# ---- hazard_stall_controller ----
Fig. 1: hazard_stall_controller, clock nets
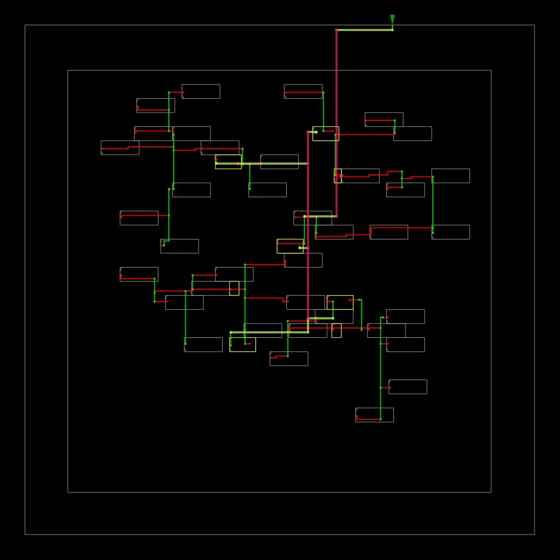

==> config.mk <==
export PLATFORM = sky130hd
export DESIGN_NAME = hazard_stall_controller
export DESIGN_NICKNAME = d
export VERILOG_FILES = /design/src/rtl/hazard_stall_controller.sv
export SDC_FILE = /design/constraint.sdc
export NUM_CORES = 1
export LEC_CHECK = 0
export CORE_MARGIN = 8
export CORE_UTILIZATION = 35
export CTS_CLUSTER_DIAMETER = 30
export DETAILED_ROUTE_END_ITERATION = 7
export GPL_TIMING_DRIVEN = 1
export PLACE_DENSITY = 0.71
export REMOVE_ABC_BUFFERS = 1
export SYNTH_ARGS = -nofsm -noshare
export SYNTH_HDL_FRONTEND = slang
export SYNTH_SLANG_ARGS = --single-unit
==> constraint.sdc <==
create_clock -name clk -period 5.9 [get_ports clk]
set_clock_uncertainty 0.05 [all_clocks]
set_input_delay 0.59 -clock clk [delete_from_list [all_inputs] [get_ports clk]]
set_output_delay 0.59 -clock clk [all_outputs]
set_load 0.05 [all_outputs]
==> src/rtl/hazard_stall_controller.sv <==
// Hazard and stall sequencer for the 5-stage pipeline: operand forwarding,
// load-use stalls, branch flushes, MDU issue/busy tracking, and a
// saturating stall-cycle counter.
//
// state | meaning
// IDLE  | MDU free; an MDU op in ID may launch
// BUSY  | MDU op in flight; mfhi/mflo and new MDU ops wait in ID
module hazard_stall_controller #(
    parameter int MDU_LATENCY = 8,
    parameter int CNT_W       = 32
) (
    input  logic             clk,
    input  logic             rst,
    input  logic [4:0]       id_rs,
    input  logic [4:0]       id_rt,
    input  logic             id_uses_rs,
    input  logic             id_uses_rt,
    input  logic             id_is_mdu,
    input  logic             id_reads_hilo,
    input  logic [4:0]       ex_rs,
    input  logic [4:0]       ex_rt,
    input  logic [4:0]       ex_rd,
    input  logic             ex_mem_read,
    input  logic [4:0]       mem_rd,
    input  logic             mem_reg_write,
    input  logic [4:0]       wb_rd,
    input  logic             wb_reg_write,
    input  logic             branch_taken,
    output logic             pc_write,
    output logic             ifid_write,
    output logic             ifid_flush,
    output logic             idex_flush,
    output logic [1:0]       fwd_a,
    output logic [1:0]       fwd_b,
    output logic             mdu_start,
    output logic             mdu_busy,
    output logic [CNT_W-1:0] stall_count
);

    localparam int CW = $clog2(MDU_LATENCY + 1);

    typedef enum logic {IDLE = 1'b0, BUSY = 1'b1} state_t;

    state_t        state, state_nxt;
    logic [CW-1:0] cnt, cnt_nxt;
    logic          load_use;
    logic          mdu_hazard;

    assign mdu_busy = (state == BUSY);

    // Hazard detection on the instruction currently in ID
    always_comb begin
        load_use   = ex_mem_read && (ex_rd != 5'd0) &&
                     ((id_uses_rs && (ex_rd == id_rs)) ||
                      (id_uses_rt && (ex_rd == id_rt)));
        mdu_hazard = mdu_busy && (id_is_mdu || id_reads_hilo);
    end

    // Forwarding selects: MEM result is newer than WB, and $0 is never forwarded
    always_comb begin
        fwd_a = 2'b00;
        fwd_b = 2'b00;
        if (!rst) begin
            if (mem_reg_write && (mem_rd != 5'd0) && (mem_rd == ex_rs))
                fwd_a = 2'b10;
            else if (wb_reg_write && (wb_rd != 5'd0) && (wb_rd == ex_rs))
                fwd_a = 2'b01;

            if (mem_reg_write && (mem_rd != 5'd0) && (mem_rd == ex_rt))
                fwd_b = 2'b10;
            else if (wb_reg_write && (wb_rd != 5'd0) && (wb_rd == ex_rt))
                fwd_b = 2'b01;
        end
    end

    // Pipeline control outputs, in priority order branch > load-use > MDU hazard > MDU issue
    always_comb begin
        pc_write   = 1'b1;
        ifid_write = 1'b1;
        ifid_flush = 1'b0;
        idex_flush = 1'b0;
        mdu_start  = 1'b0;
        if (!rst) begin
            if (branch_taken) begin
                ifid_flush = 1'b1;
                idex_flush = 1'b1;
            end else if (load_use || mdu_hazard) begin
                pc_write   = 1'b0;
                ifid_write = 1'b0;
                idex_flush = 1'b1;
            end else if ((state == IDLE) && id_is_mdu) begin
                mdu_start  = 1'b1;
            end
        end
    end

    // MDU next-state and latency down-counter
    always_comb begin
        state_nxt = state;
        cnt_nxt   = cnt;
        case (state)
            IDLE: begin
                if (mdu_start) begin
                    state_nxt = BUSY;
                    cnt_nxt   = CW'(MDU_LATENCY);
                end
            end
            BUSY: begin
                if (cnt == CW'(1)) begin
                    state_nxt = IDLE;
                    cnt_nxt   = '0;
                end else begin
                    cnt_nxt   = cnt - CW'(1);
                end
            end
            default: begin
                state_nxt = IDLE;
                cnt_nxt   = '0;
            end
        endcase
    end

    // MDU state register; reset aborts any operation in flight
    always_ff @(posedge clk) begin
        if (rst) begin
            state <= IDLE;
            cnt   <= '0;
        end else begin
            state <= state_nxt;
            cnt   <= cnt_nxt;
        end
    end

    // Saturating count of cycles in which the PC was held
    always_ff @(posedge clk) begin
        if (rst)
            stall_count <= '0;
        else if (!pc_write && (stall_count != {CNT_W{1'b1}}))
            stall_count <= stall_count + CNT_W'(1);
    end

endmodule

# ---- btb ----
$ cat src/rtl/btb.sv
// Direct-mapped branch target buffer with 2-bit saturating direction counters.
// Lookup is combinational on the fetch PC; training comes from execute, one update per cycle.
module btb #(
  parameter int unsigned ENTRIES  = 16,
  parameter logic [1:0]  CNT_INIT = 2'b10
) (
  input  logic        clk,
  input  logic        rst,
  input  logic [31:0] lookup_pc,
  output logic        btb_pc_valid,
  output logic        btb_pc_predictTaken,
  output logic [31:0] btb_target_pc,
  input  logic        inv_all,
  input  logic        upd_en,
  input  logic [31:0] upd_pc,
  input  logic [31:0] upd_target,
  input  logic        upd_taken
);

  localparam int unsigned IDX_W = $clog2(ENTRIES);
  localparam int unsigned TAG_W = 30 - IDX_W;

  logic [ENTRIES-1:0] valid_q;
  logic [TAG_W-1:0]   tag_q [ENTRIES];
  logic [31:0]        tgt_q [ENTRIES];
  logic [1:0]         cnt_q [ENTRIES];

  // The two byte-offset bits of a PC never take part in indexing or tagging.
  logic unused_pc_lsbs;
  assign unused_pc_lsbs = ^{lookup_pc[1:0], upd_pc[1:0]};

  logic [IDX_W-1:0] lk_idx;
  logic [TAG_W-1:0] lk_tag;
  logic             lk_hit;

  assign lk_idx = lookup_pc[IDX_W+1:2];
  assign lk_tag = lookup_pc[31:IDX_W+2];
  assign lk_hit = valid_q[lk_idx] && (tag_q[lk_idx] == lk_tag);

  assign btb_pc_valid        = lk_hit;
  assign btb_pc_predictTaken = lk_hit && cnt_q[lk_idx][1];
  assign btb_target_pc       = lk_hit ? tgt_q[lk_idx] : 32'h0;

  logic [IDX_W-1:0] up_idx;
  logic [TAG_W-1:0] up_tag;
  logic             up_hit;
  logic             ent_wr;
  logic [TAG_W-1:0] tag_d;
  logic [31:0]      tgt_d;
  logic [1:0]       cnt_d;

  assign up_idx = upd_pc[IDX_W+1:2];
  assign up_tag = upd_pc[31:IDX_W+2];
  assign up_hit = valid_q[up_idx] && (tag_q[up_idx] == up_tag);

  // upd_en is a single-cycle strobe with no back-pressure; inv_all drops it outright.
  always_comb begin
    ent_wr = 1'b0;
    tag_d  = tag_q[up_idx];
    tgt_d  = tgt_q[up_idx];
    cnt_d  = cnt_q[up_idx];
    if (upd_en && !inv_all) begin
      if (up_hit) begin
        ent_wr = 1'b1;
        if (upd_taken) begin
          cnt_d = (cnt_q[up_idx] == 2'b11) ? 2'b11 : cnt_q[up_idx] + 2'b01;
          tgt_d = upd_target;
        end else begin
          cnt_d = (cnt_q[up_idx] == 2'b00) ? 2'b00 : cnt_q[up_idx] - 2'b01;
        end
      end else if (upd_taken) begin
        ent_wr = 1'b1;
        tag_d  = up_tag;
        tgt_d  = upd_target;
        cnt_d  = CNT_INIT;
      end
    end
  end

  always_ff @(posedge clk) begin
    if (rst) begin
      valid_q <= '0;
      for (int i = 0; i < int'(ENTRIES); i++) cnt_q[i] <= 2'b01;
    end else if (inv_all) begin
      valid_q <= '0;
    end else if (ent_wr) begin
      valid_q[up_idx] <= 1'b1;
      cnt_q[up_idx]   <= cnt_d;
    end
  end

  // Tags and targets need no reset: they are qualified by valid_q.
  always_ff @(posedge clk) begin
    if (!rst && ent_wr) begin
      tag_q[up_idx] <= tag_d;
      tgt_q[up_idx] <= tgt_d;
    end
  end

endmodule
$ cat config.mk
export PLATFORM = sky130hd
export DESIGN_NAME = btb
export DESIGN_NICKNAME = d
export VERILOG_FILES = /design/src/rtl/btb.sv
export SDC_FILE = /design/constraint.sdc
export NUM_CORES = 1
export LEC_CHECK = 0
export ABC_CLOCK_PERIOD_IN_PS = 13500
export CAP_MARGIN = 20
export CORE_AREA = 2 2 269 471
export CTS_BUF_LIST = sky130_fd_sc_hd__clkbuf_8
export DETAILED_ROUTE_END_ITERATION = 12
export DIE_AREA = 0 0 271 473
export DONT_BUFFER_PORTS = 1
export SETUP_SLACK_MARGIN = 0.1
export SLEW_MARGIN = 20
export SYNTH_ARGS = -nofsm -noshare
export SYNTH_HDL_FRONTEND = slang
export SYNTH_SLANG_ARGS = --single-unit
export TNS_END_PERCENT = 30
$ cat constraint.sdc
create_clock -name clk -period 13.5 [get_ports clk]
set_input_delay 2.7 -clock clk [delete_from_list [all_inputs] [get_ports clk]]
set_output_delay 2.7 -clock clk [all_outputs]
set_load 0.02 [all_outputs]
# ---- univ_shift_reg ----
**src/rtl/univ_shift_reg.sv**
```systemverilog
// Universal shift register: parallel load, shift/rotate both ways, synchronous clear,
// and a counted burst of left shifts run by a two-state FSM.
module univ_shift_reg #(
    parameter int                 WIDTH     = 8,
    parameter logic [WIDTH-1:0]   RESET_VAL = '0,
    parameter int                 CW        = $clog2(WIDTH + 1)
) (
    input  logic             clk,
    input  logic             res,
    input  logic             en,
    input  logic [2:0]       mode,
    input  logic [WIDTH-1:0] d,
    input  logic             sin,
    input  logic [CW-1:0]    cnt,
    output logic [WIDTH-1:0] q,
    output logic             sout,
    output logic             busy,
    output logic             done
);

    typedef enum logic {
        IDLE,
        BURST
    } state_t;

    localparam logic [2:0] MODE_HOLD  = 3'b000;
    localparam logic [2:0] MODE_LOAD  = 3'b001;
    localparam logic [2:0] MODE_SHL   = 3'b010;
    localparam logic [2:0] MODE_SHR   = 3'b011;
    localparam logic [2:0] MODE_ROL   = 3'b100;
    localparam logic [2:0] MODE_ROR   = 3'b101;
    localparam logic [2:0] MODE_BURST = 3'b110;
    localparam logic [2:0] MODE_CLEAR = 3'b111;

    state_t           state, state_nxt;
    logic [CW-1:0]    remaining, remaining_nxt;
    logic [WIDTH-1:0] q_nxt;
    logic             done_nxt;
    logic [CW-1:0]    cnt_sat;

    // Bursts longer than the register cannot do more than replace every bit.
    assign cnt_sat = (cnt > CW'(WIDTH)) ? CW'(WIDTH) : cnt;

    always_ff @(posedge clk or negedge res) begin
        if (!res) begin
            state     <= IDLE;
            q         <= RESET_VAL;
            remaining <= '0;
            done      <= 1'b0;
        end else begin
            state     <= state_nxt;
            q         <= q_nxt;
            remaining <= remaining_nxt;
            done      <= done_nxt;
        end
    end

    always_comb begin
        state_nxt     = state;
        q_nxt         = q;
        remaining_nxt = remaining;
        done_nxt      = 1'b0;
        if (en) begin
            case (state)
                IDLE: begin
                    case (mode)
                        MODE_HOLD:  q_nxt = q;
                        MODE_LOAD:  q_nxt = d;
                        MODE_SHL:   q_nxt = {q[WIDTH-2:0], sin};
                        MODE_SHR:   q_nxt = {sin, q[WIDTH-1:1]};
                        MODE_ROL:   q_nxt = {q[WIDTH-2:0], q[WIDTH-1]};
                        MODE_ROR:   q_nxt = {q[0], q[WIDTH-1:1]};
                        MODE_BURST: begin
                            if (cnt == '0) begin
                                done_nxt = 1'b1;
                            end else begin
                                state_nxt     = BURST;
                                remaining_nxt = cnt_sat;
                            end
                        end
                        MODE_CLEAR: q_nxt = RESET_VAL;
                        default:    q_nxt = q;
                    endcase
                end
                BURST: begin
                    // Only a clear interrupts a burst; it ends silently without done.
                    if (mode == MODE_CLEAR) begin
                        q_nxt         = RESET_VAL;
                        state_nxt     = IDLE;
                        remaining_nxt = '0;
                    end else begin
                        q_nxt         = {q[WIDTH-2:0], sin};
                        remaining_nxt = remaining - CW'(1);
                        if (remaining == CW'(1)) begin
                            state_nxt = IDLE;
                            done_nxt  = 1'b1;
                        end
                    end
                end
                default: state_nxt = IDLE;
            endcase
        end
    end

    always_comb begin
        busy = (state == BURST);
        sout = q[WIDTH-1];
    end

endmodule

```
**config.mk**
```make
export PLATFORM = sky130hd
export DESIGN_NAME = univ_shift_reg
export DESIGN_NICKNAME = d
export VERILOG_FILES = /design/src/rtl/univ_shift_reg.sv
export SDC_FILE = /design/constraint.sdc
export NUM_CORES = 1
export LEC_CHECK = 0
export CAP_MARGIN = 20
export CORE_ASPECT_RATIO = 1.4
export CORE_MARGIN = 3
export CORE_UTILIZATION = 30
export DETAILED_ROUTE_END_ITERATION = 12
export PLACE_DENSITY = 0.59
export SYNTH_ARGS = -nofsm -noshare
export SYNTH_HDL_FRONTEND = slang
export SYNTH_SLANG_ARGS = --single-unit
```
**constraint.sdc**
```tcl
create_clock -name clk -period 1.7 [get_ports clk]
set_input_delay 0.34 -clock clk [delete_from_list [all_inputs] [get_ports clk]]
set_output_delay 0.34 -clock clk [all_outputs]
set_load 0.01 [all_outputs]
```
Fig. 2: btb, signal wires on met2
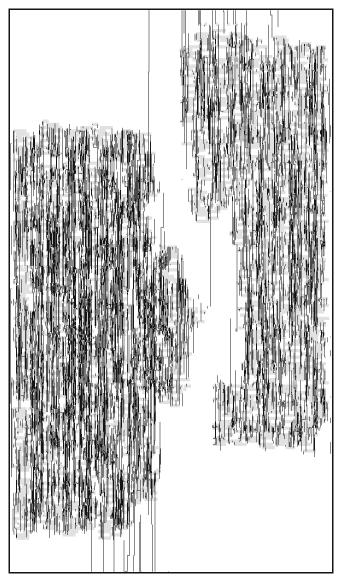
longest straight run = 117 um
main direction = vertical
nets with wire on the layer = 2,103
DR vias: 22,300
met2 usage in global routing: 33.1%
total detailed-routing wirelength: 118 mm

==> run summary, btb <==
level count of the clock H-tree -> 4
per-cell routed wire length -> 30.0 um
Post-Route M1 WL -> 42.6 mm
most frequent logic cell in the layout -> edfxtp_1
Crit path arrival time -> 5.88 ns
detailed-routed wire length on met2 -> 62.8 mm
max capacitance violation total -> 0
portion of total power attributed to the clock network -> 38.8%
top metal layer carrying routed signals -> met4
sink count of the clock tree -> 976
cell count after placement -> 3,663
final setup violating endpoints -> 0
utilization of the core after routing -> 38.5%
result of the run -> finished clean
peak fanout along the critical path -> 240
worst flop-to-flop path startpoint -> tag_q[0][11]
TritonCTS clock tree -> yes
initial antenna violation count -> 1
worst supply voltage drop on vdd -> 0.0000859 V
total power of the final layout -> 6040 uW
reported leakage power -> 0.0147 uW
number of cell instances on the worst register-to-register path -> 12
Starting DRT DRC Count -> 1,755
Chip Area, Yosys -> 0.0433 mm^2
setup slack of the worst register-to-register path -> 8.65 ns
largest incremental delay on the critical path -> 0.57 ns
worst setup slack before clock tree synthesis -> 5.05 ns
part of the total power dissipated in sequential elements -> 55.8%
routing usage on met3 -> 4.70%
fraction of registers with async set/reset -> 0%
Total Neg Setup Slack -> 0 ns
remaining max-slew budget at the tightest pin -> 32.6%
area fraction in compound gates after synthesis -> 2.18%
-- btb: registers in the layout, indices dropped and copies added (netlist names) --
name and count:
cnt_q 32, tgt_q 512, valid_q 16, tag_q 416
-- btb: final cells by class --
cell class                      count  area (um^2)  area share, %
Sequential cell                   976        29100           60.8
Inverter                           15         56.3          0.117
Antenna cell                        2         5.00         0.0104
Timing Repair Buffer               40          300          0.626
Tap cell                         1653         2070           4.31
Clock buffer                      147         2020           4.22
Clock inverter                    119          777           1.62
Multi-Input combinational cell    979        13600           28.3
-- btb: how the worst max path moves through the flow --
stage / end / depth (start not counted) / from
3_5_place_dp: btb_target_pc[11] / 9 / lookup_pc[2]
6_report: btb_target_pc[11] / 9 / lookup_pc[2]
3_3_place_gp: btb_target_pc[9] / 9 / lookup_pc[2]
5_1_grt: btb_target_pc[6] / 9 / lookup_pc[2]
2_1_floorplan: btb_pc_predictTaken / 8 / lookup_pc[2]
4_1_cts: btb_target_pc[11] / 9 / lookup_pc[2]
-- btb: worst register-to-register path: cells and delay by family (launching register included) --
family          cells  cell delay, ns
flops               1            0.41
xor+xnor            1            0.55
compound gates      3            1.15
mux                 2            0.75
simple gates        3            0.56
buf+inv             3            1.07
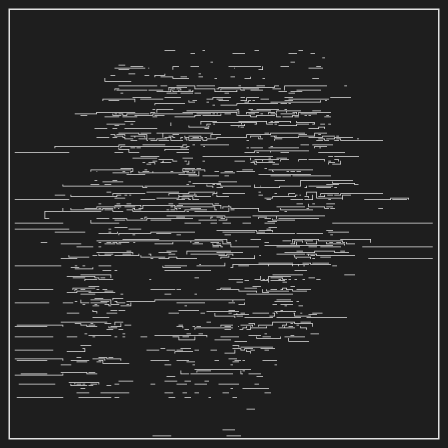
Fig. 3. Met1 routing (hazard_stall_controller).
main direction = horizontal
nets with wire on the layer = 379
total detailed-routing wirelength: 6.96 mm
DR vias: 2,500
global routing met1 resource utilization: 15.9%

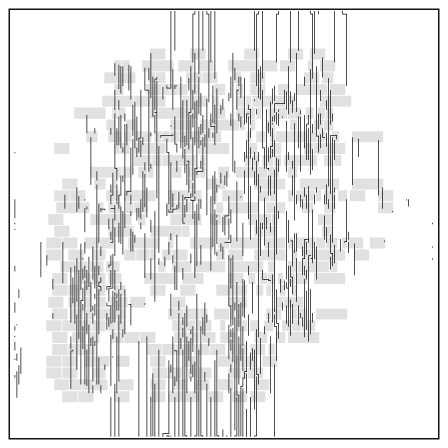
Fig. 4. Signal wires on met2 (hazard_stall_controller).
main direction = vertical
nets with wire on the layer = 367
wire length on this layer = 3,600 um
share of all routed wire = 52%
met2 usage in global routing: 26.2%

Notes on Fig. 1 above:
number of sequential cells: 37
sink count of the clock tree: 37
number of clock buffers inserted by TritonCTS: 5
# clk buffers: 6

==> run summary, hazard_stall_controller <==
share of post-route cells with drive strength above 1 -> 4.83%
cell count after placement -> 445
reported leakage power -> 0.00107 uW
Req. time, crit path -> 5.26 ns
result of the run -> finished clean
max capacitance violation total -> 0
antenna-violating nets left -> 0
global router's overall resource usage -> 14.4%
# resized after CTS -> 0
utilization of the core after routing -> 50.2%
combined flip-flop and latch cell area -> 741 um^2
synth unique cells -> 46
Rows -> 30
number of instances in the synthesized netlist -> 293
worst setup slack before clock tree synthesis -> 1.99 ns
vias in the first global route -> 2,479
warning total across the stage logs -> 26
portion of total power attributed to the clock network -> 33.6%
buffers inserted during post-CTS setup optimization -> 0
final setup violating endpoints -> 0
biggest area contributors in the synthesized netlist -> dfxtp_1 31%, xnor2_1 7.3%, a21oi_1 5.5%
part of the total power dissipated in combinational logic -> 17.7%
Die Size -> 0.00971 mm^2
total power of the final layout -> 523 uW
number of stages on the worst setup path -> 6
worst setup path class -> input pin to primary output
Worst Hold End -> stall_count[28]
sequential share of the synthesized area -> 31.1%
DRT Pass-1 Iters -> 4
placement-stage cell area -> 0.00327 mm^2
ys flop type -> dfxtp_1
fraction of registers with async set/reset -> 0%
level count of the clock H-tree -> 2
cell with the most instances after synthesis -> dfxtp_1
Total Neg Setup Slack -> 0 ns
CP endpoint -> fwd_b[0]
Post-Syn Area -> 0.00238 mm^2
clock transition at the register clock pins on the worst setup and hold paths after CTS -> 0.08 ns
Layout area overhead -> 40.6%
most frequent cells after synthesis -> 37 x dfxtp_1, 26 x a21oi_1, 26 x nand2_1
kind of path behind the tightest hold check -> register to register
[hazard_stall_controller: power by group through the flow]
stage	combinational, uW	clock (uW)	sequential [uW]
finish	92.7	176	255
global route	101	191	255
CTS	93.6	176	255
detailed placement	93.3	0	261
global placement	91.5	0	261
floorplan	40.2	0	262
[hazard_stall_controller: layer usage]
layer,part of all wire (%),GRT usage [%]
met1,42,15.9
met2,52,26.2
met3,4.7,3.59
met4,1.6,4.84
met5,0,0
[hazard_stall_controller: cells by family after synthesis]
logic type	share of synthesized area, %
simple gates	31.2
compound gates	18.8
flops	31.1
xor+xnor	11.4
buf+inv	4.72
mux	1.31
fa+ha+maj	1.57
[hazard_stall_controller: cell type report]
type | instances | share of cell area, %
Multi-Input combinational cell | 233 | 45.7
Clock inverter | 2 | 0.299
Sequential cell | 37 | 22.1
Tap cell | 80 | 2.99
Timing Repair Buffer | 87 | 25.9
Clock buffer | 6 | 2.16
Inverter | 8 | 0.896
[hazard_stall_controller: registers in the layout, summed over array words and instances (netlist names)]
signal and flops:
stall_count 32, cnt 4, mdu_busy 1
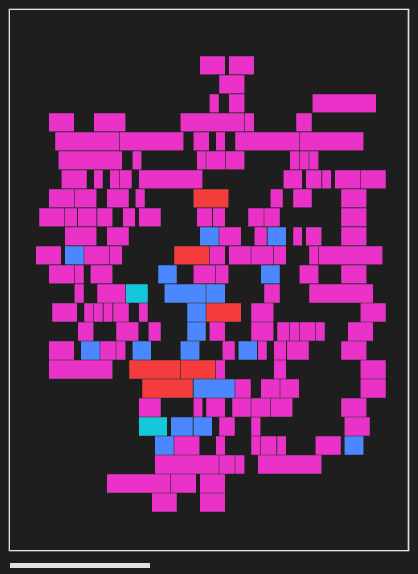
Fig. 5. Drive-strength map (univ_shift_reg).
Scale bar: 20 um.
x1 and smaller -> magenta  # cells 139, share 84%
x6 and larger -> red  # cells 6, share 3.6%
x3 and x4 -> blue  # cells 18, share 11%
x2 -> cyan  # cells 2, share 1.2%
Layout area overhead: 41.6%
min setup slack post-route: 0.0758 ns
non-clock buffer count in the final layout: 46

==> run summary, univ_shift_reg <==
per-cell routed wire length -> 15.1 um
Layout Nets -> 187
Chip Area, Yosys -> 0.00109 mm^2
result of the run -> finished clean
post-layout period usage of the worst path -> 95.5%
Yosys warning count -> 0
Highest Clock Rate -> 616 MHz
met2 usage in global routing -> 24.9%
max capacitance violation total -> 0
Req. time, crit path -> 1.36 ns
cell at the root of the clock tree -> clkbuf_8
worst setup skew after layout -> 0.00977 ns
register bit total from synthesis -> 14
worst setup slack before clock tree synthesis -> -0.114 ns
count of antenna diodes in the layout -> 0
share of post-route cells with drive strength above 1 -> 15.8%
peak fanout along the critical path -> 6
fraction of power spent switching nets -> 39.8%
TritonCTS clock tree -> yes
DR vias -> 1,132
number of cell instances on the worst register-to-register path -> 5
worst setup path class -> register to primary output
Crit. End Element -> primary output
warning total across the stage logs -> 27
total count of hold-check failures in the final report -> 0
transition at the pin with the smallest max-transition slack -> 0.321 ns
reported leakage power -> 0.000642 uW
global router's overall resource usage -> 14.2%
Min Clock Period, post-route -> 1.62 ns
aggregate global routing overflow -> 0
remaining max-slew budget at the tightest pin -> 78.6%
sink count of the clock tree -> 14
level count of the clock H-tree -> 1
fraction of registers with async set/reset -> 100%
post-synth tally of flip-flops with integrated enable -> 0
global routing met1 resource utilization -> 16.7%
CP endpoint -> q[1]
total sequential power -> 665 uW
vertical extent of the die -> 77.3 um
routing usage on met3 -> 3.37%
Clock Latency Late Sink -> 0.25 ns
ys flop type -> dfrtp_1
top metal layer carrying routed signals -> met4
initial antenna violation count -> 0
-- univ_shift_reg: registers in the layout (all words and copies together), names as in the netlist --
name and flops:
done 1, q 8, remaining 4, busy 1
-- univ_shift_reg: final cells by class --
class	count	area, um^2
timing repair buffer	46	443
clock buffer	4	55.1
fill	377	1900
sequential	14	350
tap	40	50.0
inverter	7	26.3
multi-input combinational	94	617
-- univ_shift_reg: cells by family after synthesis --
| family | after synthesis | share of synthesized area (%) |
|---|---|---|
| compound gates | 54 | 37.2 |
| simple gates | 35 | 14.5 |
| buf+inv | 19 | 11.1 |
| flops | 14 | 32.2 |
| mux | 2 | 1.84 |
| fa+ha+maj | 2 | 2.30 |
| xor+xnor | 1 | 0.805 |
-- univ_shift_reg: metrics by stage --
step | hold slack [ns] | cells | setup TNS (ns) | cell area [um^2]
2_1_floorplan | 0.0444 | 127 | 0 | 1090
3_3_place_gp | 0.501 | 201 | -0.622 | 1490
3_5_place_dp | 0.486 | 201 | -1.02 | 1490
4_1_cts | 0.413 | 205 | 0 | 1540
5_1_grt | 0.423 | 205 | 0 | 1540
6_report | 0.406 | 205 | 0 | 1540

==> notes/layouts.md <==
Pictures saved along the way, in no particular order.

Routed metal, one color a layer.
Two of the layers only.
image #1
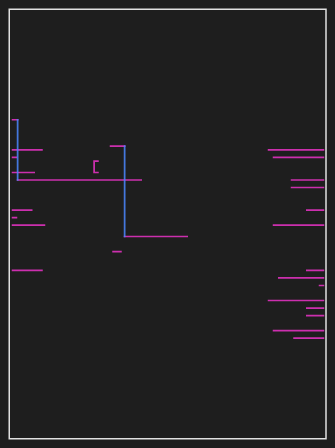
image #2
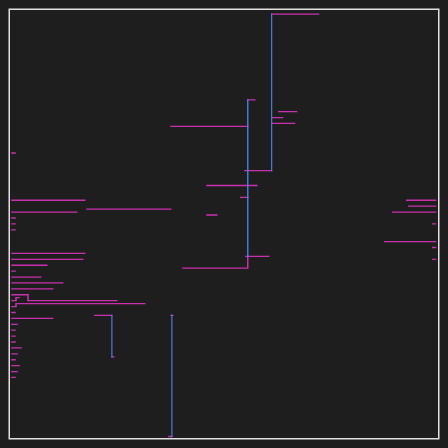
image #3
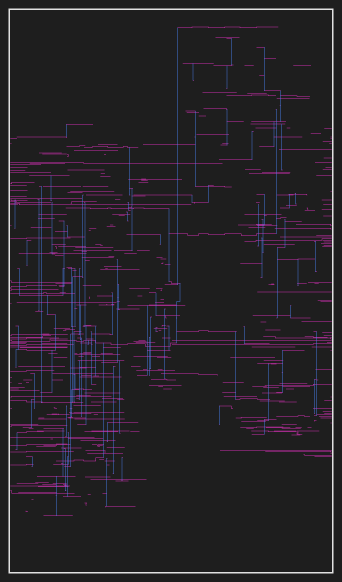
Image #1 comes from univ_shift_reg.
Image #3 comes from btb.
Image #2 comes from hazard_stall_controller.

Key to image #3:
M4 -> blue  # wire length 3,960 um
M3 -> magenta  # wire length 8,610 um


# ---- laser310_bank_ctrl ----
Fig. 6: laser310_bank_ctrl, clock nets
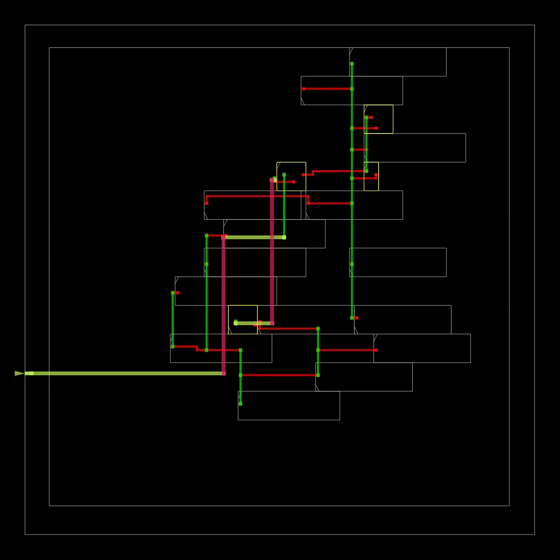

### config.mk
export PLATFORM = sky130hd
export DESIGN_NAME = laser310_bank_ctrl
export DESIGN_NICKNAME = d
export VERILOG_FILES = /design/src/rtl/laser310_bank_ctrl.sv
export SDC_FILE = /design/constraint.sdc
export NUM_CORES = 1
export LEC_CHECK = 0
export CORE_MARGIN = 2
export CORE_UTILIZATION = 36
export CTS_CLUSTER_DIAMETER = 100
export DETAILED_ROUTE_END_ITERATION = 8
export GPL_TIMING_DRIVEN = 0
export PLACE_DENSITY = 0.78
export SYNTH_ARGS = -nofsm -noshare
export SYNTH_HDL_FRONTEND = slang
export SYNTH_SLANG_ARGS = --single-unit
### constraint.sdc
create_clock -name clk -period 1.9 [get_ports clk]
set_input_delay 0.38 -clock clk [delete_from_list [all_inputs] [get_ports clk]]
set_output_delay 0.38 -clock clk [all_outputs]
set_load 0.005 [all_outputs]
### src/rtl/laser310_bank_ctrl.sv
// Laser 310 expansion RAM window controller: B800h-FFFFh decode, lockable
// I/O-programmed bank register for C000h-FFFFh, and an SRAM wait-state generator.
`timescale 1ns/1ps

module laser310_bank_ctrl #(
    parameter int unsigned BANK_BITS   = 2,
    parameter logic [3:0]  IO_PORT     = 4'h7,
    parameter int unsigned RESET_BANK  = 1,
    parameter int unsigned WAIT_CYCLES = 0
) (
    input  logic                 clk,
    input  logic                 RESET_N,
    input  logic [4:0]           Addr,
    input  logic [3:0]           AddrIO,
    input  logic                 WR_N,
    input  logic                 RD_N,
    input  logic                 MREQ_N,
    input  logic                 IORQ_N,
    input  logic [7:0]           D_IN,
    output logic [7:0]           D_OUT,
    output logic                 D_OE,
    output logic [BANK_BITS-1:0] RAM_AHI,
    output logic                 RAM_CS_N,
    output logic                 RAM_OE_N,
    output logic                 RAM_WE_N,
    output logic                 WAIT_N,
    output logic [BANK_BITS-1:0] bank,
    output logic                 locked,
    output logic                 led1,
    output logic                 led2
);

    localparam int unsigned          CNT_W     = 4;
    localparam logic [4:0]           WIN_LO    = 5'b10111;
    localparam logic [BANK_BITS-1:0] RST_BANK  = BANK_BITS'(RESET_BANK);
    localparam logic [CNT_W-1:0]     WAIT_LOAD = (WAIT_CYCLES > 0) ? CNT_W'(WAIT_CYCLES - 1) : '0;
    localparam bit                   WAIT_EN   = (WAIT_CYCLES != 0);

    typedef enum logic [1:0] {
        S_IDLE = 2'd0,
        S_WAIT = 2'd1,
        S_HOLD = 2'd2
    } state_e;

    state_e               state_q, state_d;
    logic [CNT_W-1:0]     cnt_q, cnt_d;
    logic                 wait_n_q, wait_n_d;
    logic [2:0]           wr_sync_q, wr_sync_d;
    logic [2:0]           cs_sync_q, cs_sync_d;
    logic [BANK_BITS-1:0] bank_q, bank_d;
    logic                 locked_q, locked_d;

    logic                 in_win_c, ram_sel_c, io_wr_c, io_rd_c;
    logic                 wr_event_c, cs_fall_c, cs_high_c;
    logic [BANK_BITS-1:0] ram_ahi_c;
    logic [7:0]           d_out_c;
    logic                 unused_c;

    // Bus decode, all combinational from the Z80 strobes
    always_comb begin
        in_win_c  = (Addr >= WIN_LO);
        ram_sel_c = !MREQ_N && IORQ_N && in_win_c && (WR_N ^ RD_N);
        io_wr_c   = !IORQ_N && MREQ_N && !WR_N && RD_N && (AddrIO == IO_PORT);
        io_rd_c   = !IORQ_N && !RD_N && (AddrIO == IO_PORT);
    end

    // Page 0 belongs to B800h; a zero bank falls back to the reset page
    always_comb begin
        if (Addr == WIN_LO) begin
            ram_ahi_c = '0;
        end else if (bank_q == '0) begin
            ram_ahi_c = RST_BANK;
        end else begin
            ram_ahi_c = bank_q;
        end
    end

    always_comb begin
        d_out_c = '0;
        if (io_rd_c) begin
            d_out_c[BANK_BITS-1:0] = bank_q;
            d_out_c[7]             = locked_q;
        end
    end

    // Active-low synchronisers; bit 2 is the previous synchronised sample for edge detection
    always_comb begin
        wr_sync_d  = {wr_sync_q[1:0], !io_wr_c};
        cs_sync_d  = {cs_sync_q[1:0], !ram_sel_c};
        wr_event_c = !wr_sync_q[1] && wr_sync_q[2];
        cs_fall_c  = !cs_sync_q[1] && cs_sync_q[2];
        cs_high_c  = cs_sync_q[1];
    end

    always_comb begin
        bank_d   = bank_q;
        locked_d = locked_q;
        if (wr_event_c && !locked_q) begin
            bank_d   = D_IN[BANK_BITS-1:0];
            locked_d = D_IN[7];
        end
    end

    always_ff @(posedge clk or negedge RESET_N) begin
        if (!RESET_N) begin
            state_q <= S_IDLE;
        end else begin
            state_q <= state_d;
        end
    end

    // Early end of access takes priority over counter expiry
    always_comb begin
        state_d = state_q;
        case (state_q)
            S_IDLE: if (WAIT_EN && cs_fall_c) state_d = S_WAIT;
            S_WAIT: begin
                if (cs_high_c) begin
                    state_d = S_IDLE;
                end else if (cnt_q == '0) begin
                    state_d = S_HOLD;
                end
            end
            S_HOLD: if (cs_high_c) state_d = S_IDLE;
            default: state_d = S_IDLE;
        endcase
    end

    always_comb begin
        cnt_d    = cnt_q;
        wait_n_d = (state_d != S_WAIT);
        if (state_q == S_IDLE && state_d == S_WAIT) begin
            cnt_d = WAIT_LOAD;
        end else if (state_q == S_WAIT && state_d == S_WAIT) begin
            cnt_d = cnt_q - CNT_W'(1);
        end else if (state_d != S_WAIT) begin
            cnt_d = '0;
        end
    end

    always_ff @(posedge clk or negedge RESET_N) begin
        if (!RESET_N) begin
            cnt_q     <= '0;
            wait_n_q  <= 1'b1;
            wr_sync_q <= 3'b111;
            cs_sync_q <= 3'b111;
            bank_q    <= RST_BANK;
            locked_q  <= 1'b0;
        end else begin
            cnt_q     <= cnt_d;
            wait_n_q  <= wait_n_d;
            wr_sync_q <= wr_sync_d;
            cs_sync_q <= cs_sync_d;
            bank_q    <= bank_d;
            locked_q  <= locked_d;
        end
    end

    assign unused_c = ^D_IN;

    assign RAM_CS_N = !ram_sel_c;
    assign RAM_OE_N = !ram_sel_c || !WR_N;
    assign RAM_WE_N = !ram_sel_c || WR_N;
    assign RAM_AHI  = ram_ahi_c;
    assign D_OUT    = d_out_c;
    assign D_OE     = io_rd_c;
    assign WAIT_N   = wait_n_q;
    assign bank     = bank_q;
    assign locked   = locked_q;
    assign led1     = ram_sel_c;
    assign led2     = !(!ram_sel_c || WR_N);

endmodule

# ---- uart_tx_buf ----
$ cat config.mk
export PLATFORM = sky130hd
export DESIGN_NAME = uart_tx_buf
export DESIGN_NICKNAME = d
export VERILOG_FILES = /design/src/rtl/uart_pkg.sv /design/src/rtl/sync_fifo.sv /design/src/rtl/uart_tx_buf.sv
export SDC_FILE = /design/constraint.sdc
export NUM_CORES = 1
export LEC_CHECK = 0
export ABC_AREA = 0
export CAP_MARGIN = 20
export CORE_MARGIN = 1
export CORE_UTILIZATION = 35
export CTS_CLUSTER_SIZE = 24
export DETAILED_ROUTE_END_ITERATION = 8
export PLACE_DENSITY = 0.49
export SETUP_SLACK_MARGIN = 0.4
export SYNTH_ARGS = -nofsm -noshare
export SYNTH_HDL_FRONTEND = slang
export SYNTH_SLANG_ARGS = --single-unit
$ cat constraint.sdc
create_clock -name clk -period 3.1 [get_ports clk]
set_input_delay 0.31 -clock clk [delete_from_list [all_inputs] [get_ports clk]]
set_output_delay 0.31 -clock clk [all_outputs]
set_load 0.02 [all_outputs]
$ cat src/rtl/uart_pkg.sv
// uart_pkg
// Shared definitions for the buffered UART transmitter.
//   uart_tx_state_t : transmitter FSM states (PARITY only reached when
//                     UART_TX_PARITY_EN is defined)
//   calcDiv         : clock cycles per bit, CLK_FREQ/BAUD truncated
//   cntWidth        : bits needed for a counter running 0..n-1
package uart_pkg;

  typedef enum logic [2:0] {
    IDLE,
    START,
    DATA,
    PARITY,
    STOP
  } uart_tx_state_t;

  function automatic int calcDiv(input int clkFreq, input int baud);
    return clkFreq / baud;
  endfunction

  // A counter that must reach n-1 needs at least one bit even for tiny n.
  function automatic int cntWidth(input int n);
    return (n <= 2) ? 1 : $clog2(n);
  endfunction

endpackage

$ cat src/rtl/sync_fifo.sv
// sync_fifo
// Single-clock FIFO with first-word-fall-through read data and registered
// status flags.
// Ports:
//   clk, reset   : rising-edge clock, synchronous active-low reset
//   i_push       : write request, ignored (and flagged) while full
//   i_pushData   : word to write
//   i_pop        : read request, ignored while empty
//   o_popData    : word at the head of the FIFO, valid while not empty
//   o_level      : registered entry count, one bit wider than the pointers
//   o_full       : registered, level == DEPTH
//   o_empty      : registered, level == 0
//   o_overflow   : sticky, set by any push attempted while full
module sync_fifo #(
  parameter int WIDTH = 8,
  parameter int DEPTH = 16
) (
  input  logic                     clk,
  input  logic                     reset,
  input  logic                     i_push,
  input  logic [WIDTH-1:0]         i_pushData,
  input  logic                     i_pop,
  output logic [WIDTH-1:0]         o_popData,
  output logic [$clog2(DEPTH):0]   o_level,
  output logic                     o_full,
  output logic                     o_empty,
  output logic                     o_overflow
);

  localparam int AW = $clog2(DEPTH);
  localparam logic [AW:0] FULL_LEVEL = (AW + 1)'(DEPTH);

  logic [WIDTH-1:0] r_mem [DEPTH];
  logic [AW-1:0]    r_wrPtr;
  logic [AW-1:0]    r_rdPtr;
  logic [AW:0]      r_level;
  logic             r_full;
  logic             r_empty;
  logic             r_overflow;

  logic             w_doPush;
  logic             w_doPop;
  logic [AW:0]      w_levelNext;

  // Full and empty come from the registered level, so a push into a full
  // FIFO is dropped even when a pop frees a slot on the same edge.
  assign w_doPush = i_push && !r_full;
  assign w_doPop  = i_pop && !r_empty;

  // Level only moves when exactly one of push/pop takes effect.
  always_comb begin
    w_levelNext = r_level;
    case ({w_doPush, w_doPop})
      2'b10:   w_levelNext = r_level + 1'b1;
      2'b01:   w_levelNext = r_level - 1'b1;
      default: w_levelNext = r_level;
    endcase
  end

  // Pointers wrap naturally at the power-of-two depth; flags are
  // precomputed from the next level so they are registered outputs.
  always_ff @(posedge clk) begin
    if (!reset) begin
      r_wrPtr    <= '0;
      r_rdPtr    <= '0;
      r_level    <= '0;
      r_full     <= 1'b0;
      r_empty    <= 1'b1;
      r_overflow <= 1'b0;
    end else begin
      if (w_doPush) r_wrPtr <= r_wrPtr + 1'b1;
      if (w_doPop)  r_rdPtr <= r_rdPtr + 1'b1;
      r_level <= w_levelNext;
      r_full  <= (w_levelNext == FULL_LEVEL);
      r_empty <= (w_levelNext == '0);
      if (i_push && r_full) r_overflow <= 1'b1;
    end
  end

  // Storage needs no reset: the pointers define which entries are live.
  always_ff @(posedge clk) begin
    if (w_doPush) r_mem[r_wrPtr] <= i_pushData;
  end

  assign o_popData  = r_mem[r_rdPtr];
  assign o_level    = r_level;
  assign o_full     = r_full;
  assign o_empty    = r_empty;
  assign o_overflow = r_overflow;

endmodule

$ cat src/rtl/uart_tx_buf.sv
// uart_tx_buf
// Buffered UART transmitter: bytes pushed by the CPU side queue in a FIFO
// and are serialised LSB first onto tx, back-to-back while data remains.
// Optional macro: UART_TX_PARITY_EN adds the parity_odd input and a parity
// bit (^data ^ parity_odd) between the data and stop bits.
// Ports:
//   clk, reset  : rising-edge clock, synchronous active-low reset
//   wr_en       : push request
//   wr_data     : word to push (DATA_BITS wide)
//   parity_odd  : (parity build only) 0 = even, 1 = odd, sampled on pop
//   full, empty : FIFO status
//   level       : FIFO entry count
//   overflow    : sticky, a push was attempted while full
//   busy        : a frame is being shifted out
//   tx          : serial line, idle high
module uart_tx_buf #(
  parameter int CLK_FREQ   = 20_000_000,
  parameter int BAUD       = 115_200,
  parameter int DATA_BITS  = 8,
  parameter int STOP_BITS  = 1,
  parameter int FIFO_DEPTH = 16
) (
  input  logic                          clk,
  input  logic                          reset,
  input  logic                          wr_en,
  input  logic [DATA_BITS-1:0]          wr_data,
`ifdef UART_TX_PARITY_EN
  input  logic                          parity_odd,
`endif
  output logic                          full,
  output logic                          empty,
  output logic [$clog2(FIFO_DEPTH):0]   level,
  output logic                          overflow,
  output logic                          busy,
  output logic                          tx
);

  import uart_pkg::*;

  localparam int DIV = calcDiv(CLK_FREQ, BAUD);
  localparam int BW  = cntWidth(DIV);
  localparam int CW  = cntWidth(DATA_BITS);
  localparam logic [BW-1:0] BAUD_LAST = BW'(DIV - 1);
  localparam logic [CW-1:0] DATA_LAST = CW'(DATA_BITS - 1);
  localparam logic [CW-1:0] STOP_LAST = CW'(STOP_BITS - 1);

  uart_tx_state_t         r_state;
  uart_tx_state_t         w_stateNext;
  logic [BW-1:0]          r_baudCnt;
  logic [BW-1:0]          w_baudNext;
  logic [CW-1:0]          r_bitCnt;
  logic [CW-1:0]          w_bitNext;
  logic [DATA_BITS-1:0]   r_shift;
  logic [DATA_BITS-1:0]   w_shiftNext;
  logic                   r_tx;
  logic                   w_txNext;
  logic                   r_busy;
  logic                   w_baudDone;
  logic                   w_pop;
  logic [DATA_BITS-1:0]   w_fifoData;
  logic                   w_fifoEmpty;
`ifdef UART_TX_PARITY_EN
  logic                   r_parity;
  logic                   w_parityNext;
`endif

  sync_fifo #(
    .WIDTH (DATA_BITS),
    .DEPTH (FIFO_DEPTH)
  ) u_fifo (
    .clk        (clk),
    .reset      (reset),
    .i_push     (wr_en),
    .i_pushData (wr_data),
    .i_pop      (w_pop),
    .o_popData  (w_fifoData),
    .o_level    (level),
    .o_full     (full),
    .o_empty    (w_fifoEmpty),
    .o_overflow (overflow)
  );

  assign w_baudDone = (r_baudCnt == BAUD_LAST);

  // Next-state logic. The baud counter is cleared on every state change;
  // the bit counter is shared between DATA and STOP. The shift register is
  // loaded on pop and shifted right after each data bit, so bit 0 is
  // always the bit on the line during DATA.
  always_comb begin
    w_stateNext  = r_state;
    w_baudNext   = r_baudCnt + 1'b1;
    w_bitNext    = r_bitCnt;
    w_shiftNext  = r_shift;
    w_pop        = 1'b0;
`ifdef UART_TX_PARITY_EN
    w_parityNext = r_parity;
`endif
    case (r_state)
      IDLE: begin
        w_baudNext = '0;
        if (!w_fifoEmpty) begin
          w_pop        = 1'b1;
          w_shiftNext  = w_fifoData;
`ifdef UART_TX_PARITY_EN
          w_parityNext = (^w_fifoData) ^ parity_odd;
`endif
          w_stateNext  = START;
        end
      end
      START: begin
        if (w_baudDone) begin
          w_baudNext  = '0;
          w_bitNext   = '0;
          w_stateNext = DATA;
        end
      end
      DATA: begin
        if (w_baudDone) begin
          w_baudNext  = '0;
          w_shiftNext = r_shift >> 1;
          if (r_bitCnt == DATA_LAST) begin
            w_bitNext   = '0;
`ifdef UART_TX_PARITY_EN
            w_stateNext = PARITY;
`else
            w_stateNext = STOP;
`endif
          end else begin
            w_bitNext = r_bitCnt + 1'b1;
          end
        end
      end
`ifdef UART_TX_PARITY_EN
      PARITY: begin
        if (w_baudDone) begin
          w_baudNext  = '0;
          w_bitNext   = '0;
          w_stateNext = STOP;
        end
      end
`endif
      STOP: begin
        if (w_baudDone) begin
          w_baudNext = '0;
          if (r_bitCnt == STOP_LAST) begin
            w_bitNext = '0;
            // Chain straight into the next start bit when data is waiting.
            if (!w_fifoEmpty) begin
              w_pop        = 1'b1;
              w_shiftNext  = w_fifoData;
`ifdef UART_TX_PARITY_EN
              w_parityNext = (^w_fifoData) ^ parity_odd;
`endif
              w_stateNext  = START;
            end else begin
              w_stateNext = IDLE;
            end
          end else begin
            w_bitNext = r_bitCnt + 1'b1;
          end
        end
      end
      default: begin
        w_stateNext = IDLE;
      end
    endcase
  end

  // The line level is derived from the state being entered so tx can be
  // registered without lagging the state by a cycle.
  always_comb begin
    w_txNext = 1'b1;
    case (w_stateNext)
      START:   w_txNext = 1'b0;
      DATA:    w_txNext = w_shiftNext[0];
`ifdef UART_TX_PARITY_EN
      PARITY:  w_txNext = w_parityNext;
`endif
      default: w_txNext = 1'b1;
    endcase
  end

  // State and datapath registers; reset abandons any frame in progress.
  always_ff @(posedge clk) begin
    if (!reset) begin
      r_state   <= IDLE;
      r_baudCnt <= '0;
      r_bitCnt  <= '0;
      r_shift   <= '0;
      r_tx      <= 1'b1;
      r_busy    <= 1'b0;
`ifdef UART_TX_PARITY_EN
      r_parity  <= 1'b0;
`endif
    end else begin
      r_state   <= w_stateNext;
      r_baudCnt <= w_baudNext;
      r_bitCnt  <= w_bitNext;
      r_shift   <= w_shiftNext;
      r_tx      <= w_txNext;
      r_busy    <= (w_stateNext != IDLE);
`ifdef UART_TX_PARITY_EN
      r_parity  <= w_parityNext;
`endif
    end
  end

  assign empty = w_fifoEmpty;
  assign busy  = r_busy;
  assign tx    = r_tx;

endmodule


==> layout pictures side by side <==
Routed metal, one color a layer.
Two of the layers only.
Plate I
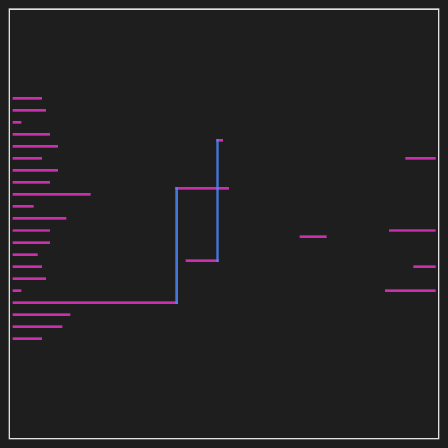
Plate II
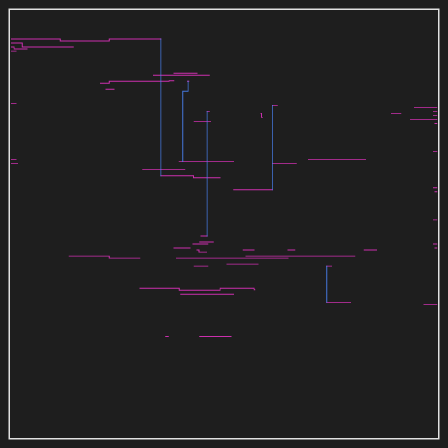
- most wire: Plate II
| from | picture |
|---|---|
| laser310_bank_ctrl | Plate I |
| uart_tx_buf | Plate II |

Fig. 7: uart_tx_buf, drive-strength map
Scale bar: 50 um.
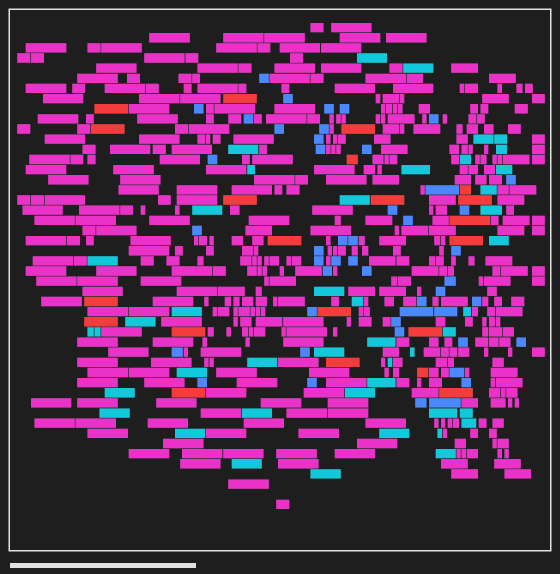
x3 and x4 -> blue  # cells 47, share 8.4%
x1 and smaller -> magenta  # cells 450, share 80%
x2 -> cyan  # cells 44, share 7.8%
x6 and larger -> red  # cells 21, share 3.7%
min setup slack post-route: 0.139 ns
non-clock buffer count in the final layout: 55
final standard cell area without fillers: 0.00845 mm^2
Layout area overhead: 18.4%

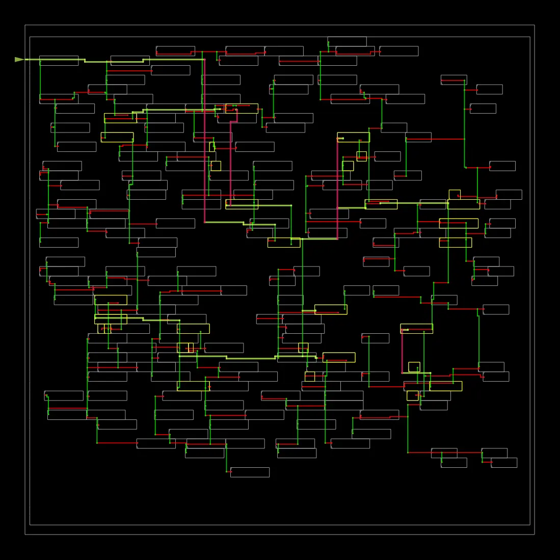
Fig. 8. Clock nets (uart_tx_buf).
number of clock buffers inserted by TritonCTS: 17
Clk power: 1990 uW

==> run summary, uart_tx_buf <==
register bit total from synthesis -> 172
met2 usage in global routing -> 27.8%
total core area -> 0.0197 mm^2
Layout Nets -> 574
Total Neg Setup Slack -> 0 ns
vertical extent of the die -> 145 um
Post-Route M1 WL -> 7.41 mm
result of the run -> finished clean
synth unique cells -> 56
Clock Latency Late Sink -> 0.43 ns
most used routing layer in global routing -> met2
global routing met1 resource utilization -> 21.7%
placement-stage cell area -> 0.00779 mm^2
number of nets at floorplan -> 523
routing usage on met3 -> 3.95%
final weighted congestion of routability-driven global placement -> 0.795
final setup violating endpoints -> 0
fraction of registers with async set/reset -> 0%
critical-path cell list -> inv_2 -> ha_4 -> or2b_1 -> or3_4 -> a211o_4 -> clkinv_4 -> ha_4 -> xor2_1 -> ha_2 -> nor3_2 -> o21ai_1 -> o31ai_2 -> xor2_1 -> buf_4 -> o31ai_2
post-layout period usage of the worst path -> 95.5%
## uart_tx_buf: timing repair
item / in CTS / in global routing
resized: 2 / 15
setup buffers: 7 / 1
gates cloned: 0 / 0
pin swaps: 5 / 8
setup endpoints to repair: 5 / 5
## uart_tx_buf: worst max path at each step
stage	startpoint	slack [ns]	cells after the start	endpoint
detailed placement	r_baudCnt[0]	-0.004	14	u_fifo.o_full
CTS	r_bitCnt[0]	0.12	15	u_fifo.o_empty
finish	r_bitCnt[1]	0.14	15	u_fifo.o_empty
floorplan	r_bitCnt[0]	0.26	14	u_fifo.o_full
global route	r_bitCnt[0]	-0.02	15	u_fifo.o_empty
global placement	r_bitCnt[0]	0.12	14	u_fifo.o_full
## uart_tx_buf: power by group through the flow
| stage | clock, uW | combinational, uW | sequential, uW |
|---|---|---|---|
| CTS | 2050 | 1420 | 2820 |
| global route | 2140 | 1560 | 2840 |
| finish | 1990 | 1420 | 2820 |
| global placement | 0 | 1350 | 2860 |
| detailed placement | 0 | 1380 | 2870 |
| floorplan | 0 | 1020 | 2800 |
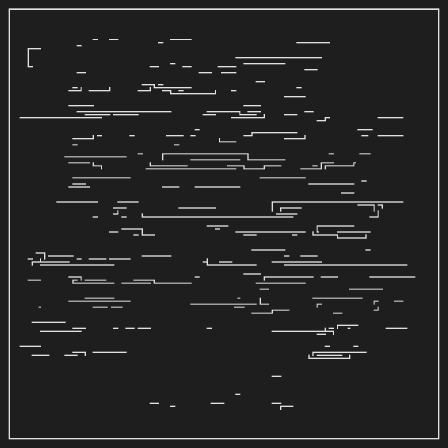
Fig. 9. Met1 routing (laser310_bank_ctrl).
share of all routed wire = 33%
nets with wire on the layer = 103
main direction = horizontal
total detailed-routing wirelength: 1.55 mm
global routing met1 resource utilization: 14.6%
DR vias: 597

About Fig. 6:
# clk buffers: 4
Clk power: 172 uW
number of clock buffers inserted by TritonCTS: 3
sink count of the clock tree: 15
number of sequential cells: 15

==> run summary, laser310_bank_ctrl <==
total count of hold-check failures in the final report -> 0
number of filler instances in the final layout -> 168
XORs/XNORs by Area -> 3.70%
clock transition at the register clock pins on the worst setup and hold paths after CTS -> 0.08 ns
number of cell instances on the worst register-to-register path -> 6
result of the run -> finished clean
part of the total power dissipated in sequential elements -> 55.1%
depth of the worst hold-timing path -> 0
global-route wire length before repair -> 2.64 mm
Req. time, crit path -> 1.52 ns
fraction of power spent switching nets -> 22.6%
area fraction in compound gates after synthesis -> 7.23%
cell at the root of the clock tree -> clkbuf_4
Crit. End Element -> primary output
share of post-route cells with drive strength above 1 -> 37.8%
antenna-violating nets left -> 0
pin count of the biggest net entering global routing -> 16
FP Util -> 37.3%
synth unique cells -> 26
NetSw -> 138 uW
remaining max-slew budget at the tightest pin -> 59.9%
Total Neg Setup Slack -> 0 ns
Worst Hold End -> cs_sync_q[1]
setup repair after global routing missed its margin -> true
per-cell routed wire length -> 11.2 um
worst supply voltage drop on vdd -> 0.000305 V
worst setup path startpoint -> RD_N
total core area -> 0.00190 mm^2
yosys stat cell total -> 65
Rows -> 16
level count of the clock H-tree -> 1
vias in the first global route -> 617
CP startpoint kind -> input pin
routed via count divided by cell count -> 4.33
non-clock inverter count -> 7
total sequential power -> 336 uW
buffers inserted during post-CTS setup optimization -> 6
dominant non-sequential cell family after synthesis -> simple AND/OR/NAND/NOR gates
final weighted congestion of routability-driven global placement -> 0.687
Crit path arrival time -> 1.46 ns
register bit total from synthesis -> 15
detailed-routed wire length on met2 -> 882 um
count of antenna diodes in the layout -> 0
flop share of the area -> 32.8%
-- laser310_bank_ctrl: worst max-delay path, stage by stage --
cell             delay, ns
clkdlybuf4s15_2       0.23
xnor2_2               0.17
a2111oi_4             0.25
buf_4                 0.18
nand2_1               0.04
clkdlybuf4s15_1       0.20
-- laser310_bank_ctrl: cell usage after synthesis --
cell type | count | area, um^2
dfrtp_1 | 8 | 200
dfstp_2 | 7 | 184
inv_1 | 6 | 22.5
buf_4 | 5 | 37.5
nand2_1 | 4 | 15.0
nor2_1 | 4 | 15.0
and2_1 | 3 | 18.8
nand2b_1 | 3 | 18.8
nor3b_1 | 3 | 22.5
xnor2_1 | 3 | 26.3
a21oi_1 | 2 | 10.0
nand3b_1 | 2 | 15.0
nor2b_1 | 2 | 12.5
a2111oi_4 | 1 | 27.5
a31o_2 | 1 | 8.76
buf_2 | 1 | 5.00
conb_1 | 1 | 3.75
ha_1 | 1 | 12.5
inv_2 | 1 | 3.75
mux2_1 | 1 | 11.3
nand3_1 | 1 | 5.00
nor3_1 | 1 | 5.00
nor4_1 | 1 | 6.26
o21ai_0 | 1 | 5.00
or4_1 | 1 | 7.51
or4b_1 | 1 | 10.0


==> screenshots <==
Signal wires on met2.
panel A
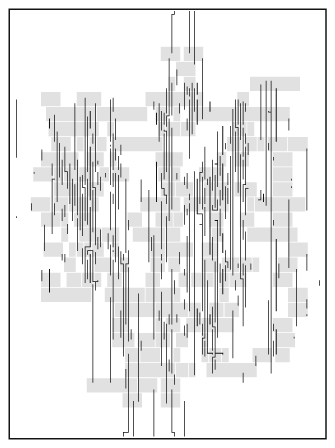
panel B
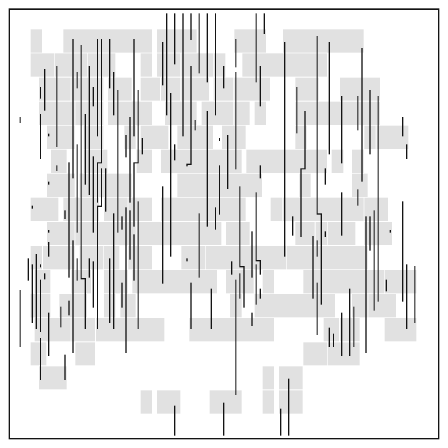
panel C
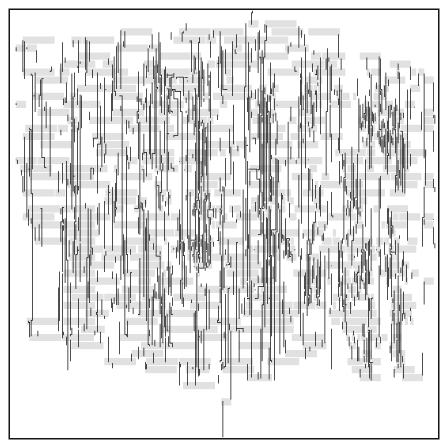
| from | picture |
|---|---|
| laser310_bank_ctrl | panel B |
| univ_shift_reg | panel A |
| uart_tx_buf | panel C |

Power is estimated from default activity; no workload was simulated.
